=== piece_motion_ctrl ===
piece_motion_ctrl, wiring by layer:
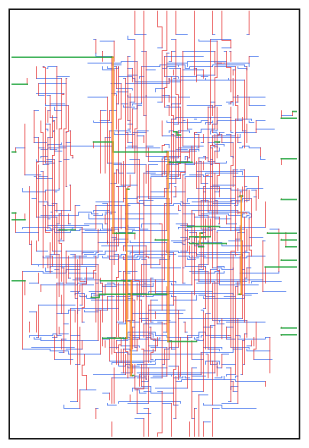

<file path="config.mk">
export PLATFORM = sky130hd
export DESIGN_NAME = piece_motion_ctrl
export DESIGN_NICKNAME = d
export VERILOG_FILES = /design/src/rtl/tetris_pkg.sv /design/src/rtl/motion_fifo.sv /design/src/rtl/piece_motion_ctrl.sv
export SDC_FILE = /design/constraint.sdc
export NUM_CORES = 1
export LEC_CHECK = 0
export CORE_AREA = 2 2 56 84
export CTS_BUF_LIST = sky130_fd_sc_hd__clkbuf_4 sky130_fd_sc_hd__clkbuf_8 sky130_fd_sc_hd__clkbuf_16
export CTS_CLUSTER_DIAMETER = 60
export CTS_CLUSTER_SIZE = 14
export DETAILED_ROUTE_END_ITERATION = 12
export DIE_AREA = 0 0 58 86
export PLACE_DENSITY_LB_ADDON = 0.3
export SLEW_MARGIN = 20
export SYNTH_ARGS = -nofsm -noshare
export SYNTH_HDL_FRONTEND = slang
export SYNTH_SLANG_ARGS = --single-unit
</file>
<file path="constraint.sdc">
create_clock -name Clock -period 5.7 [get_ports Clock]
set_clock_uncertainty 0.05 [all_clocks]
set_input_delay 1.14 -clock Clock [delete_from_list [all_inputs] [get_ports Clock]]
set_output_delay 1.14 -clock Clock [all_outputs]
set_load 0.005 [all_outputs]
</file>
<file path="src/rtl/tetris_pkg.sv">
// Shared types for the falling-piece control path: motion command encoding,
// board defaults and the motion controller state encoding.
package tetris_pkg;

  typedef enum logic [1:0] {
    MV_RIGHT   = 2'b00,
    MV_LEFT    = 2'b01,
    MV_ROT_CW  = 2'b10,
    MV_ROT_CCW = 2'b11
  } motion_t;

  localparam int DEF_FIFO_DEPTH = 4;
  localparam int DEF_BOARD_COLS = 10;
  localparam int DEF_BOARD_ROWS = 20;
  localparam int DEF_SPAWN_COL  = 4;

  typedef logic [2:0] pmc_state_t;

  localparam pmc_state_t ST_IDLE      = 3'd0;
  localparam pmc_state_t ST_SPAWN_CHK = 3'd1;
  localparam pmc_state_t ST_READY     = 3'd2;
  localparam pmc_state_t ST_CHECK     = 3'd3;
  localparam pmc_state_t ST_GAME_OVER = 3'd4;

  // Rotation index wraps naturally in two bits.
  function automatic logic [1:0] rot_step(input logic [1:0] rot, input logic ccw);
    return ccw ? (rot - 2'd1) : (rot + 2'd1);
  endfunction

endpackage

</file>
<file path="src/rtl/motion_fifo.sv">
// Small synchronous FIFO holding pending motion commands; flush empties it in one cycle.
module motion_fifo
  import tetris_pkg::*;
#(
  parameter int FIFO_DEPTH = DEF_FIFO_DEPTH
) (
  input  logic    Clock,
  input  logic    Reset,
  input  logic    push,
  input  motion_t push_data,
  input  logic    pop,
  input  logic    flush,
  output motion_t pop_data,
  output logic    full,
  output logic    empty
);

  localparam int AW = $clog2(FIFO_DEPTH);

  motion_t        mem [FIFO_DEPTH];
  logic [AW:0]    wr_ptr;
  logic [AW:0]    rd_ptr;
  logic           do_push;
  logic           do_pop;
  logic [AW:0]    ptr_one;

  assign ptr_one  = {{AW{1'b0}}, 1'b1};
  assign empty    = (wr_ptr == rd_ptr);
  assign full     = (wr_ptr[AW-1:0] == rd_ptr[AW-1:0]) && (wr_ptr[AW] != rd_ptr[AW]);
  assign do_pop   = pop && !empty;
  // A pop in the same cycle frees the slot the push lands in.
  assign do_push  = push && (!full || do_pop);
  assign pop_data = mem[rd_ptr[AW-1:0]];

  always_ff @(posedge Clock) begin
    if (Reset || flush) begin
      wr_ptr <= '0;
      rd_ptr <= '0;
    end else begin
      if (do_push) wr_ptr <= wr_ptr + ptr_one;
      if (do_pop)  rd_ptr <= rd_ptr + ptr_one;
    end
  end

  always_ff @(posedge Clock) begin
    if (do_push) mem[wr_ptr[AW-1:0]] <= push_data;
  end

endmodule

</file>
<file path="src/rtl/piece_motion_ctrl.sv">
// Active-piece motion controller: buffers motion commands, services gravity,
// and validates every candidate position with the board collision checker.
module piece_motion_ctrl
  import tetris_pkg::*;
#(
  parameter int FIFO_DEPTH = DEF_FIFO_DEPTH,
  parameter int BOARD_COLS = DEF_BOARD_COLS,
  parameter int BOARD_ROWS = DEF_BOARD_ROWS,
  parameter int SPAWN_COL  = DEF_SPAWN_COL
) (
  input  logic       Clock,
  input  logic       Reset,
  input  logic [1:0] motion,
  input  logic       motion_enable,
  input  logic       gravity_tick,
  input  logic       spawn,
  output logic       chk_req,
  output logic [3:0] chk_col,
  output logic [4:0] chk_row,
  output logic [1:0] chk_rot,
  input  logic       chk_ack,
  input  logic       chk_blocked,
  output logic [3:0] piece_col,
  output logic [4:0] piece_row,
  output logic [1:0] piece_rot,
  output logic       piece_active,
  output logic       lock_pulse,
  output logic       game_over,
  output logic       cmd_dropped
);

  localparam logic [3:0] LAST_COL  = 4'(BOARD_COLS - 1);
  localparam logic [4:0] LAST_ROW  = 5'(BOARD_ROWS - 1);
  localparam logic [3:0] SPAWN_C   = 4'(SPAWN_COL);

  pmc_state_t state;
  logic       grav_pend;
  logic       cand_grav;
  logic       fifo_push;
  logic       fifo_pop;
  logic       fifo_flush;
  logic       fifo_full;
  logic       fifo_empty;
  motion_t    fifo_dout;
  motion_t    motion_cmd;
  logic       lock_now;
  logic       grav_svc;
  logic       drop_now;

  assign motion_cmd = motion_t'(motion);

  motion_fifo #(
    .FIFO_DEPTH (FIFO_DEPTH)
  ) u_fifo (
    .Clock     (Clock),
    .Reset     (Reset),
    .push      (fifo_push),
    .push_data (motion_cmd),
    .pop       (fifo_pop),
    .flush     (fifo_flush),
    .pop_data  (fifo_dout),
    .full      (fifo_full),
    .empty     (fifo_empty)
  );

  assign chk_req = (state == ST_SPAWN_CHK) || (state == ST_CHECK);

  // Gravity outranks queued motion; a landing either comes straight from the
  // bottom row or from a blocked gravity check.
  always_comb begin
    fifo_pop = 1'b0;
    grav_svc = 1'b0;
    lock_now = 1'b0;
    if (state == ST_READY) begin
      if (grav_pend) begin
        grav_svc = 1'b1;
        lock_now = (piece_row == LAST_ROW);
      end else begin
        fifo_pop = !fifo_empty;
      end
    end else if ((state == ST_CHECK) && chk_ack && chk_blocked && cand_grav) begin
      lock_now = 1'b1;
    end
  end

  assign fifo_flush = lock_now;
  assign fifo_push  = motion_enable && piece_active && !lock_now && (!fifo_full || fifo_pop);
  assign drop_now   = motion_enable && !fifo_push;

  always_ff @(posedge Clock) begin
    if (Reset) begin
      state        <= ST_IDLE;
      grav_pend    <= 1'b0;
      cand_grav    <= 1'b0;
      chk_col      <= '0;
      chk_row      <= '0;
      chk_rot      <= '0;
      piece_col    <= '0;
      piece_row    <= '0;
      piece_rot    <= '0;
      piece_active <= 1'b0;
      lock_pulse   <= 1'b0;
      game_over    <= 1'b0;
      cmd_dropped  <= 1'b0;
    end else begin
      lock_pulse  <= lock_now;
      cmd_dropped <= drop_now;
      if (lock_now) piece_active <= 1'b0;

      if (lock_now)                          grav_pend <= 1'b0;
      else if (gravity_tick && piece_active) grav_pend <= 1'b1;
      else if (grav_svc)                     grav_pend <= 1'b0;

      case (state)
        ST_IDLE: begin
          if (spawn) begin
            chk_col   <= SPAWN_C;
            chk_row   <= '0;
            chk_rot   <= '0;
            cand_grav <= 1'b0;
            state     <= ST_SPAWN_CHK;
          end
        end
        ST_SPAWN_CHK: begin
          if (chk_ack) begin
            if (chk_blocked) begin
              game_over <= 1'b1;
              state     <= ST_GAME_OVER;
            end else begin
              piece_col    <= chk_col;
              piece_row    <= chk_row;
              piece_rot    <= chk_rot;
              piece_active <= 1'b1;
              state        <= ST_READY;
            end
          end
        end
        ST_READY: begin
          if (grav_svc) begin
            if (lock_now) begin
              state <= ST_IDLE;
            end else begin
              chk_col   <= piece_col;
              chk_row   <= piece_row + 5'd1;
              chk_rot   <= piece_rot;
              cand_grav <= 1'b1;
              state     <= ST_CHECK;
            end
          end else if (fifo_pop) begin
            cand_grav <= 1'b0;
            chk_col   <= piece_col;
            chk_row   <= piece_row;
            chk_rot   <= piece_rot;
            // Wall moves are rejected locally; the entry is still consumed.
            case (fifo_dout)
              MV_RIGHT: begin
                if (piece_col != LAST_COL) begin
                  chk_col <= piece_col + 4'd1;
                  state   <= ST_CHECK;
                end
              end
              MV_LEFT: begin
                if (piece_col != 4'd0) begin
                  chk_col <= piece_col - 4'd1;
                  state   <= ST_CHECK;
                end
              end
              MV_ROT_CW: begin
                chk_rot <= rot_step(piece_rot, 1'b0);
                state   <= ST_CHECK;
              end
              default: begin
                chk_rot <= rot_step(piece_rot, 1'b1);
                state   <= ST_CHECK;
              end
            endcase
          end
        end
        ST_CHECK: begin
          if (chk_ack) begin
            if (!chk_blocked) begin
              piece_col <= chk_col;
              piece_row <= chk_row;
              piece_rot <= chk_rot;
              state     <= ST_READY;
            end else if (cand_grav) begin
              state <= ST_IDLE;
            end else begin
              state <= ST_READY;
            end
          end
        end
        ST_GAME_OVER: state <= ST_GAME_OVER;
        default:      state <= ST_IDLE;
      endcase
    end
  end

endmodule

</file>
=== sipo_word_framer ===
File: src/rtl/sipo_word_framer.sv
// sipo_word_framer
//   Collects a qualified serial bit stream into WIDTH-bit words. A frame_start
//   realigns the word boundary. Each completed word goes into a one-deep
//   valid/ready output buffer. A word that completes while the buffer is
//   occupied and not being drained is dropped, and the sticky overflow flag is set.
//
// Ports
//   clock        : single clock, all state updates on posedge
//   rst          : synchronous active-high reset
//   din          : serial data bit, sampled only when din_valid=1
//   din_valid    : qualifies din
//   frame_start  : discards the partial word; din (if valid) becomes bit 0 of a new word
//   word_out     : assembled word (registered, holds last value when consumed)
//   word_valid   : word_out holds an unconsumed word
//   word_ready   : consumer accepts word_out when word_valid && word_ready
//   overflow     : sticky flag, a completed word was dropped
//   overflow_clr : clears overflow (a simultaneous set wins)
//   bit_count    : bits collected in the current partial word
module sipo_word_framer #(
   parameter int WIDTH     = 32,
   parameter bit MSB_FIRST = 1'b1
) (
   input  logic                     clock,
   input  logic                     rst,
   input  logic                     din,
   input  logic                     din_valid,
   input  logic                     frame_start,
   output logic [WIDTH-1:0]         word_out,
   output logic                     word_valid,
   input  logic                     word_ready,
   output logic                     overflow,
   input  logic                     overflow_clr,
   output logic [$clog2(WIDTH)-1:0] bit_count
);

   localparam int             CW   = $clog2(WIDTH);
   localparam logic [CW-1:0]  LAST = CW'(WIDTH - 1);

   typedef enum logic {EMPTY = 1'b0, FULL = 1'b1} buf_state_t;

   logic [WIDTH-1:0] sh_reg, sh_next;
   logic [WIDTH-1:0] shifted;     // shift register after taking din
   logic [WIDTH-1:0] fresh;       // shift register holding only din (realign)
   logic [CW-1:0]    cnt_reg, cnt_next;
   logic [WIDTH-1:0] word_reg;
   logic             ovf_reg;
   logic             complete;
   logic             load;
   logic             drop;
   buf_state_t       state_reg, state_next;

   // Bit ordering is fixed at elaboration: MSB_FIRST pushes in at the bottom
   // so the first bit ends up at the top, otherwise the reverse.
   generate
      if (MSB_FIRST) begin : g_msb_first
         assign shifted = {sh_reg[WIDTH-2:0], din};
         assign fresh   = {{(WIDTH-1){1'b0}}, din};
      end else begin : g_lsb_first
         assign shifted = {din, sh_reg[WIDTH-1:1]};
         assign fresh   = {din, {(WIDTH-1){1'b0}}};
      end
   endgenerate

   // Bit collection. A realignment overrides completion, so a frame_start
   // arriving on what would have been the last bit never emits a word.
   always_comb begin
      sh_next  = sh_reg;
      cnt_next = cnt_reg;
      complete = 1'b0;
      if (frame_start) begin
         if (din_valid) begin
            sh_next  = fresh;
            cnt_next = CW'(1);
         end else begin
            sh_next  = '0;
            cnt_next = '0;
         end
      end else if (din_valid) begin
         sh_next = shifted;
         if (cnt_reg == LAST) begin
            cnt_next = '0;
            complete = 1'b1;
         end else begin
            cnt_next = cnt_reg + CW'(1);
         end
      end
   end

   // Output buffer. When FULL, a ready in the same cycle as a completion frees
   // the slot just in time for the new word. Without ready, the new word is lost.
   always_comb begin
      state_next = state_reg;
      load       = 1'b0;
      drop       = 1'b0;
      case (state_reg)
         EMPTY: begin
            if (complete) begin
               load       = 1'b1;
               state_next = FULL;
            end
         end
         FULL: begin
            if (complete) begin
               if (word_ready) load = 1'b1;
               else            drop = 1'b1;
            end else if (word_ready) begin
               state_next = EMPTY;
            end
         end
         default: state_next = EMPTY;
      endcase
   end

   always_ff @(posedge clock) begin
      if (rst) begin
         state_reg <= EMPTY;
         sh_reg    <= '0;
         cnt_reg   <= '0;
         word_reg  <= '0;
         ovf_reg   <= 1'b0;
      end else begin
         state_reg <= state_next;
         sh_reg    <= sh_next;
         cnt_reg   <= cnt_next;
         if (load) word_reg <= sh_next;
         if (drop)              ovf_reg <= 1'b1;
         else if (overflow_clr) ovf_reg <= 1'b0;
      end
   end

   assign word_out   = word_reg;
   assign word_valid = (state_reg == FULL);
   assign overflow   = ovf_reg;
   assign bit_count  = cnt_reg;

endmodule

File: config.mk
export PLATFORM = sky130hd
export DESIGN_NAME = sipo_word_framer
export DESIGN_NICKNAME = d
export VERILOG_FILES = /design/src/rtl/sipo_word_framer.sv
export SDC_FILE = /design/constraint.sdc
export NUM_CORES = 1
export LEC_CHECK = 0
export CELL_PAD_IN_SITES_DETAIL_PLACEMENT = 0
export CELL_PAD_IN_SITES_GLOBAL_PLACEMENT = 1
export CORE_UTILIZATION = 40
export CTS_CLUSTER_SIZE = 10
export DETAILED_ROUTE_END_ITERATION = 10
export GPL_TIMING_DRIVEN = 1
export PLACE_DENSITY_LB_ADDON = 0.1
export SLEW_MARGIN = 15
export SYNTH_ARGS = -nofsm -noshare
export SYNTH_HDL_FRONTEND = slang
export SYNTH_SLANG_ARGS = --single-unit
File: constraint.sdc
create_clock -name clock -period 2.55 [get_ports clock]
set_input_delay 0.51 -clock clock [delete_from_list [all_inputs] [get_ports clock]]
set_output_delay 0.51 -clock clock [all_outputs]
set_load 0.05 [all_outputs]
=== tim_apb_arbiter ===
**config.mk**
```make
export PLATFORM = sky130hd
export DESIGN_NAME = tim_apb_arbiter
export DESIGN_NICKNAME = d
export VERILOG_FILES = /design/src/rtl/tim_apb_arbiter.sv
export SDC_FILE = /design/constraint.sdc
export NUM_CORES = 1
export LEC_CHECK = 0
export CAP_MARGIN = 5
export CELL_PAD_IN_SITES_DETAIL_PLACEMENT = 0
export CELL_PAD_IN_SITES_GLOBAL_PLACEMENT = 2
export CORE_UTILIZATION = 25
export CTS_CLUSTER_SIZE = 10
export DETAILED_ROUTE_END_ITERATION = 12
export GPL_ROUTABILITY_DRIVEN = 1
export PLACE_DENSITY_LB_ADDON = 0.12
export SYNTH_ARGS = -nofsm -noshare
export SYNTH_HDL_FRONTEND = slang
export SYNTH_SLANG_ARGS = --single-unit
```
**constraint.sdc**
```tcl
create_clock -name sys_clk -period 1.95 [get_ports sys_clk]
set_input_delay 0.39 -clock sys_clk [delete_from_list [all_inputs] [get_ports sys_clk]]
set_output_delay 0.39 -clock sys_clk [all_outputs]
set_load 0.005 [all_outputs]
```
**src/rtl/tim_apb_arbiter.sv**
```systemverilog
// tim_apb_arbiter: two-requester round-robin front end driving the timer APB slave.
// Optional ACCESS-phase timeout abort is built when TIM_ARB_TIMEOUT_EN is defined.

module tim_apb_arbiter #(
  parameter int unsigned TIMEOUT_CYCLES = 16
) (
  input  logic        sys_clk,
  input  logic        sys_rst_n,
  input  logic [1:0]  req_valid,
  input  logic [1:0]  req_write,
  input  logic [23:0] req_addr,
  input  logic [63:0] req_wdata,
  input  logic [7:0]  req_strb,
  output logic [1:0]  req_ready,
  output logic [1:0]  rsp_valid,
  output logic [31:0] rsp_rdata,
  output logic        rsp_err,
  output logic        tim_psel,
  output logic        tim_penable,
  output logic        tim_pwrite,
  output logic [11:0] tim_paddr,
  output logic [31:0] tim_pwdata,
  output logic [3:0]  tim_pstrb,
  input  logic [31:0] tim_prdata,
  input  logic        tim_pready,
  input  logic        tim_pslverr
);

  localparam int unsigned AW = 12;
  localparam int unsigned DW = 32;
  localparam int unsigned SW = 4;

  if (TIMEOUT_CYCLES < 2 || TIMEOUT_CYCLES > 255) begin : g_bad_timeout
    $error("tim_apb_arbiter: TIMEOUT_CYCLES must be in 2..255");
  end

  typedef enum logic [1:0] {
    IDLE   = 2'd0,
    SETUP  = 2'd1,
    ACCESS = 2'd2
  } state_t;

  state_t         state;
  logic           last_grant;
  logic           owner;
  logic           grant_any;
  logic           grant_idx;
  logic [1:0]     grant;
  logic [AW-1:0]  sel_addr;
  logic [DW-1:0]  sel_wdata;
  logic [SW-1:0]  sel_strb;
  logic           sel_write;

`ifdef TIM_ARB_TIMEOUT_EN
  localparam int unsigned TW = 8;
  logic [TW-1:0] tmo_cnt;
  logic [TW-1:0] tmo_next;
  assign tmo_next = tmo_cnt + TW'(1);
`endif

  // Round-robin pick: on contention the requester not served last wins.
  always_comb begin
    grant_any = |req_valid;
    grant_idx = (&req_valid) ? ~last_grant : req_valid[1];
    grant     = 2'b00;
    if (grant_any) grant[grant_idx] = 1'b1;
    sel_addr  = grant_idx ? req_addr[2*AW-1:AW]   : req_addr[AW-1:0];
    sel_wdata = grant_idx ? req_wdata[2*DW-1:DW]  : req_wdata[DW-1:0];
    sel_strb  = grant_idx ? req_strb[2*SW-1:SW]   : req_strb[SW-1:0];
    sel_write = grant_idx ? req_write[1]          : req_write[0];
  end

  // Accept is combinational so a grant can share the cycle with the previous rsp_valid.
  assign req_ready = (state == IDLE && sys_rst_n) ? grant : 2'b00;

  always_ff @(posedge sys_clk or negedge sys_rst_n) begin
    if (!sys_rst_n) begin
      state       <= IDLE;
      last_grant  <= 1'b1;
      owner       <= 1'b0;
      tim_psel    <= 1'b0;
      tim_penable <= 1'b0;
      tim_pwrite  <= 1'b0;
      tim_paddr   <= '0;
      tim_pwdata  <= '0;
      tim_pstrb   <= '0;
      rsp_valid   <= 2'b00;
      rsp_err     <= 1'b0;
      rsp_rdata   <= '0;
`ifdef TIM_ARB_TIMEOUT_EN
      tmo_cnt     <= '0;
`endif
    end else begin
      rsp_valid <= 2'b00;
      case (state)
        IDLE: begin
          if (grant_any) begin
            owner       <= grant_idx;
            last_grant  <= grant_idx;
            tim_pwrite  <= sel_write;
            tim_paddr   <= sel_addr;
            tim_pwdata  <= sel_wdata;
            tim_pstrb   <= sel_strb;
            tim_psel    <= 1'b1;
            tim_penable <= 1'b0;
            state       <= SETUP;
`ifdef TIM_ARB_TIMEOUT_EN
            tmo_cnt     <= '0;
`endif
          end
        end
        SETUP: begin
          tim_penable <= 1'b1;
          state       <= ACCESS;
        end
        ACCESS: begin
          if (tim_pready) begin
            tim_psel    <= 1'b0;
            tim_penable <= 1'b0;
            state       <= IDLE;
            rsp_valid   <= owner ? 2'b10 : 2'b01;
            rsp_err     <= tim_pslverr;
            rsp_rdata   <= tim_pwrite ? '0 : tim_prdata;
          end
`ifdef TIM_ARB_TIMEOUT_EN
          else begin
            // Abort a stuck slave once the wait reaches the configured limit.
            tmo_cnt <= tmo_next;
            if (tmo_next == TW'(TIMEOUT_CYCLES)) begin
              tim_psel    <= 1'b0;
              tim_penable <= 1'b0;
              state       <= IDLE;
              rsp_valid   <= owner ? 2'b10 : 2'b01;
              rsp_err     <= 1'b1;
              rsp_rdata   <= '0;
            end
          end
`endif
        end
        default: begin
          tim_psel    <= 1'b0;
          tim_penable <= 1'b0;
          state       <= IDLE;
        end
      endcase
    end
  end

endmodule

```
sipo_word_framer, wiring by layer:
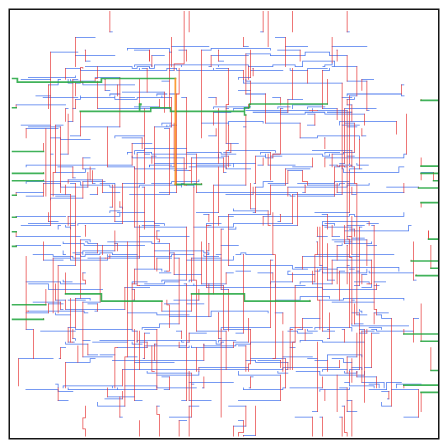
| colour | layer | wire length |
|---|---|---|
| red | M2 | 1920 microns |
| blue | M1 | 2500 microns |
| green | M3 | 211 microns |
| orange | M4 | 19.7 microns |
routed len/inst: 13.7 microns
drt total wl: 4.64 mm
GRT Resource Usage Total: 15.6%
via count: 1705

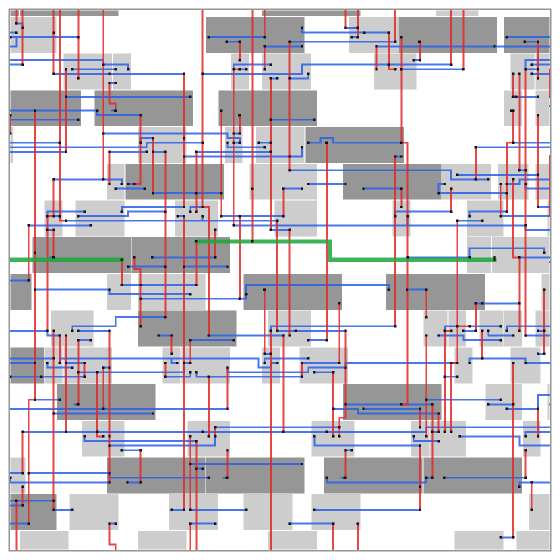
sipo_word_framer: close-up of the layout
Window x 20 to 60, y 4 to 44 microns. Cells in grey, sequential cells in the stronger grey; small squares are vias.
| colour | layer |
|---|---|
| green | M3 |
| blue | M1 |
| red | M2 |
sequential cells in the window: 19
most frequent: dfxtp_1 (19), nor2_1 (13), mux2i_1 (11)
netlist names of flops here include: sh_reg (8), word_out (8), bit_count (2)
cells with their middle in the window: 76

==> results.cfg, sipo_word_framer <==
; implementation run metrics
[cells_and_area]
final_util_pct = 54.2
most-common-layout-cells = 70 x dfxtp_1, 44 x clkdlybuf4s50_1, 39 x nor2_1
antenna_cells = 0

[grt]
grt_util_met2_pct = 21.0
met3_usage_pct = 6.86
grt_overflow = 0

[floorplan]
die_area_sq_um = 6360

[timing]
setup_viol = 0
fin_crit_ns = 2.10

[critical_path]
crit_path_end_kind = output pin
critical_path_class = flop to output pin
slowest_delay_ns = 0.84
r2r-end = word_out[27]
crit_end = bit_count[2]

[drt]
antenna_left = 0
dr_wl_met3_microns = 210

[outcome]
status = complete, no violations

[yosys]
syn_inst = 214
netlist_area_sq_um = 2420
syn_area_per_cell_sq_um = 11.3
largest_area_cell = dfxtp_1

[power_and_ir_drop]
power.leakage_nw = 1.21
seqPwrFrac_pct = 57.0
pg_clk_mw = 0.754
totalPowerFinal_mw = 1.92
clockPowerShare_pct = 39.1
[sipo_word_framer: layout make-up]
cell class / instances / area (sq um) / area share [%]
sequential: 70 / 1400 / 45.6
multi-input combinational: 129 / 925 / 30.1
timing repair buffer: 51 / 490 / 15.9
clock buffer: 9 / 124 / 4.03
tap: 72 / 90.1 / 2.93
clock inverter: 7 / 41.3 / 1.34
inverter: 1 / 3.75 / 0.122
[sipo_word_framer: cells by family after synthesis]
logic type / share of synthesized area [%]
AOI/OAI and AO/OA: 14.0
DFF: 58.0
muxes: 13.3
buffers and inverters: 3.93
adders and majority gates: 1.04
and+or+nand+nor: 9.84
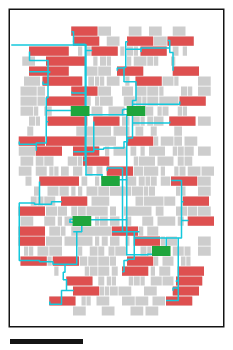
piece_motion_ctrl: clock distribution
Scale bar: 20 microns.
[cyan] clock wires | length: 554 microns
[red] flip-flops | count: 47
[green] clock-net drivers | count: 5
routed clock nets: 6
Skew-Pair Late Insertion Delay: 0.31 ns
clock share of power: 33.7%
Power Clock: 0.242 mW

About 'wiring by layer' of piece_motion_ctrl:
| colour | layer | wire length |
|---|---|---|
| red | M2 | 2750 microns |
| orange | M4 | 144 microns |
| blue | M1 | 2060 microns |
| green | M3 | 153 microns |
drt total wl: 5.11 mm
GRT Resource Usage Total: 22.0%
via count: 1939

==> results.cfg, piece_motion_ctrl <==
; implementation run metrics
[place]
placed_cells = 327
gp_congestion = 0.809
dp_worst_setup_slack_ns = 2.71
place_area_sq_um = 2760

[cells_and_area]
sh_seq_area_pct = 35.6
synthToLayoutAreaGrowth_pct = 19.5
drive_gt1_share_pct = 8.65
most-common-layout-cells = 39 x dfxtp_1, 35 x clkdlybuf4s50_1, 33 x nand2_1
regArea_sq_um = 1020

[critical_path]
startpoint = state[0]
slowest_delay_ns = 0.56
r2r-end = chk_col[2]
rrSetupSlack_ns = 3.52
worstReg2RegStart = u_fifo.rd_ptr[2]

[timing]
setup_viol = 0
max_slew_margin_pct = 36.2
worstMarginPinSlew_ns = 0.954

[yosys]
syn_inst = 256
ys_cells = 256
top_area_share_pct = 32.6

[power_and_ir_drop]
seqPwrFrac_pct = 50.7

[worst_hold_path]
min_to = piece_col[2]

[grt]
grt_pass1_vias = 1837
antenna_found_initial = 0

[job]
cap_violations = 0
warnings = 31

[drt]
drt_first_pass_iters = 4

[outcome]
status = complete, no violations
## piece_motion_ctrl: cells by family after synthesis
| family | after synthesis | share of synthesized area (%) |
|---|---|---|
| compound gates | 54 | 15.9 |
| xor+xnor | 14 | 5.11 |
| fa+ha+maj | 9 | 4.69 |
| buf+inv | 21 | 3.86 |
| flops | 47 | 42.6 |
| mux | 11 | 6.05 |
| simple gates | 100 | 21.8 |
## piece_motion_ctrl: metal layers
layer	part of all wire, %	vias up	global-route usage, %
li1	-	968	-
met5	0	-	0
met2	54	47	38.6
met1	40	910	24.9
met4	2.8	0	11.2
met3	3.0	14	3.92
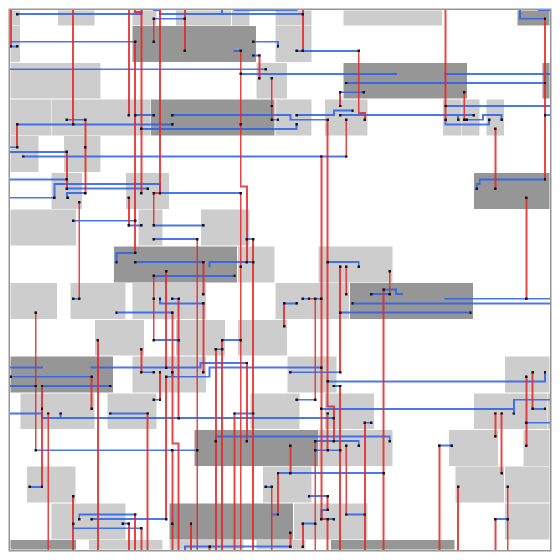
tim_apb_arbiter: close-up of the layout
Window x 48 to 88, y 21 to 61 microns. Cells in grey, sequential cells in the stronger grey; small squares are vias.
| colour | layer |
|---|---|
| blue | M1 |
| red | M2 |
most frequent: clkdlybuf4s50_1 (15), mux2_4 (10), dfrtp_1 (9)
sequential cells in the window: 9
netlist names of flops here include: tim_pwdata (3), tim_paddr (2)
cells with their middle in the window: 51

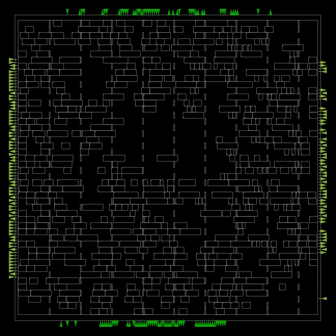
tim_apb_arbiter: placement view
core footprint: 17400 sq um
non-filler cells, final: 780
fillcell total: 1626
Seq area share: 30.5%
Tapcells: 225

==> results.cfg, tim_apb_arbiter <==
; implementation run metrics
[power_and_ir_drop]
combPwrFrac_pct = 48.7
power.leakage_nw = 3.23
top_power_group = combinational logic
p_seq_mw = 3.27
power_switching_mw = 2.85
power_per_cell_area_nw_per_um2 = 1410
seqPwrFrac_pct = 31.7

[critical_path]
cp.arrival_ns = 1.51
reg2reg_depth = 5
crit_end = req_ready[0]

[yosys]
top_area_share_pct = 49.3
synth-xor-area-share_pct = 0
synth.area.mux_share_pct = 33.1
ys_warn_count = 0
ys_seq_share_pct = 49.9
ys_cells = 322
syn_inst = 322

[cells_and_area]
final_nets = 686

[outcome]
status = complete, no violations

[timing]
final-max-slew-violation-count = 0
hold_slack_ns = 0.0154

[grt]
met3_usage_pct = 4.71

[drt]
post_drt_wl_per_cell_microns = 14.8
## tim_apb_arbiter: metrics by stage
step                instance area [sq um]  total power [mW]  cells
CTS                                  7310              10.5    780
floorplan                            4460              5.75    322
global route                         7320              11.0    780
detailed placement                   6970              8.40    764
finish                               7320              10.3    780
global placement                     6970              8.37    764
## tim_apb_arbiter: flip-flops by register name (all words and copies together) (netlist names)
name / count
tim_penable: 1
rsp_rdata: 32
tim_psel: 1
rsp_err: 1
rsp_valid: 2
tim_paddr: 12
tim_pstrb: 4
tim_pwdata: 32
state: 1
owner: 1
tim_pwrite: 1
last_grant: 1

==> gallery <==
M3 wires.
Plate I
Scale bar: 50 microns.
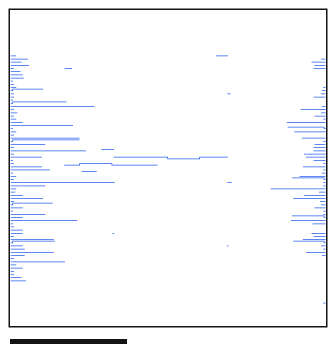
Plate II
Scale bar: 20 microns.
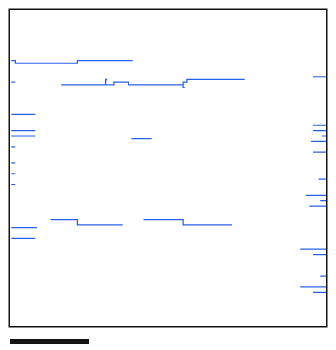
Plate III
Scale bar: 20 microns.
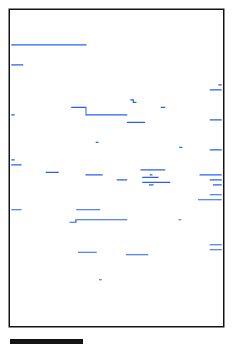
- Plate II = sipo_word_framer
- Plate III = piece_motion_ctrl
- Plate I = tim_apb_arbiter
The one with the smallest die is Plate III.
The one with the largest die is Plate I.


Power is estimated from default activity; no workload was simulated.
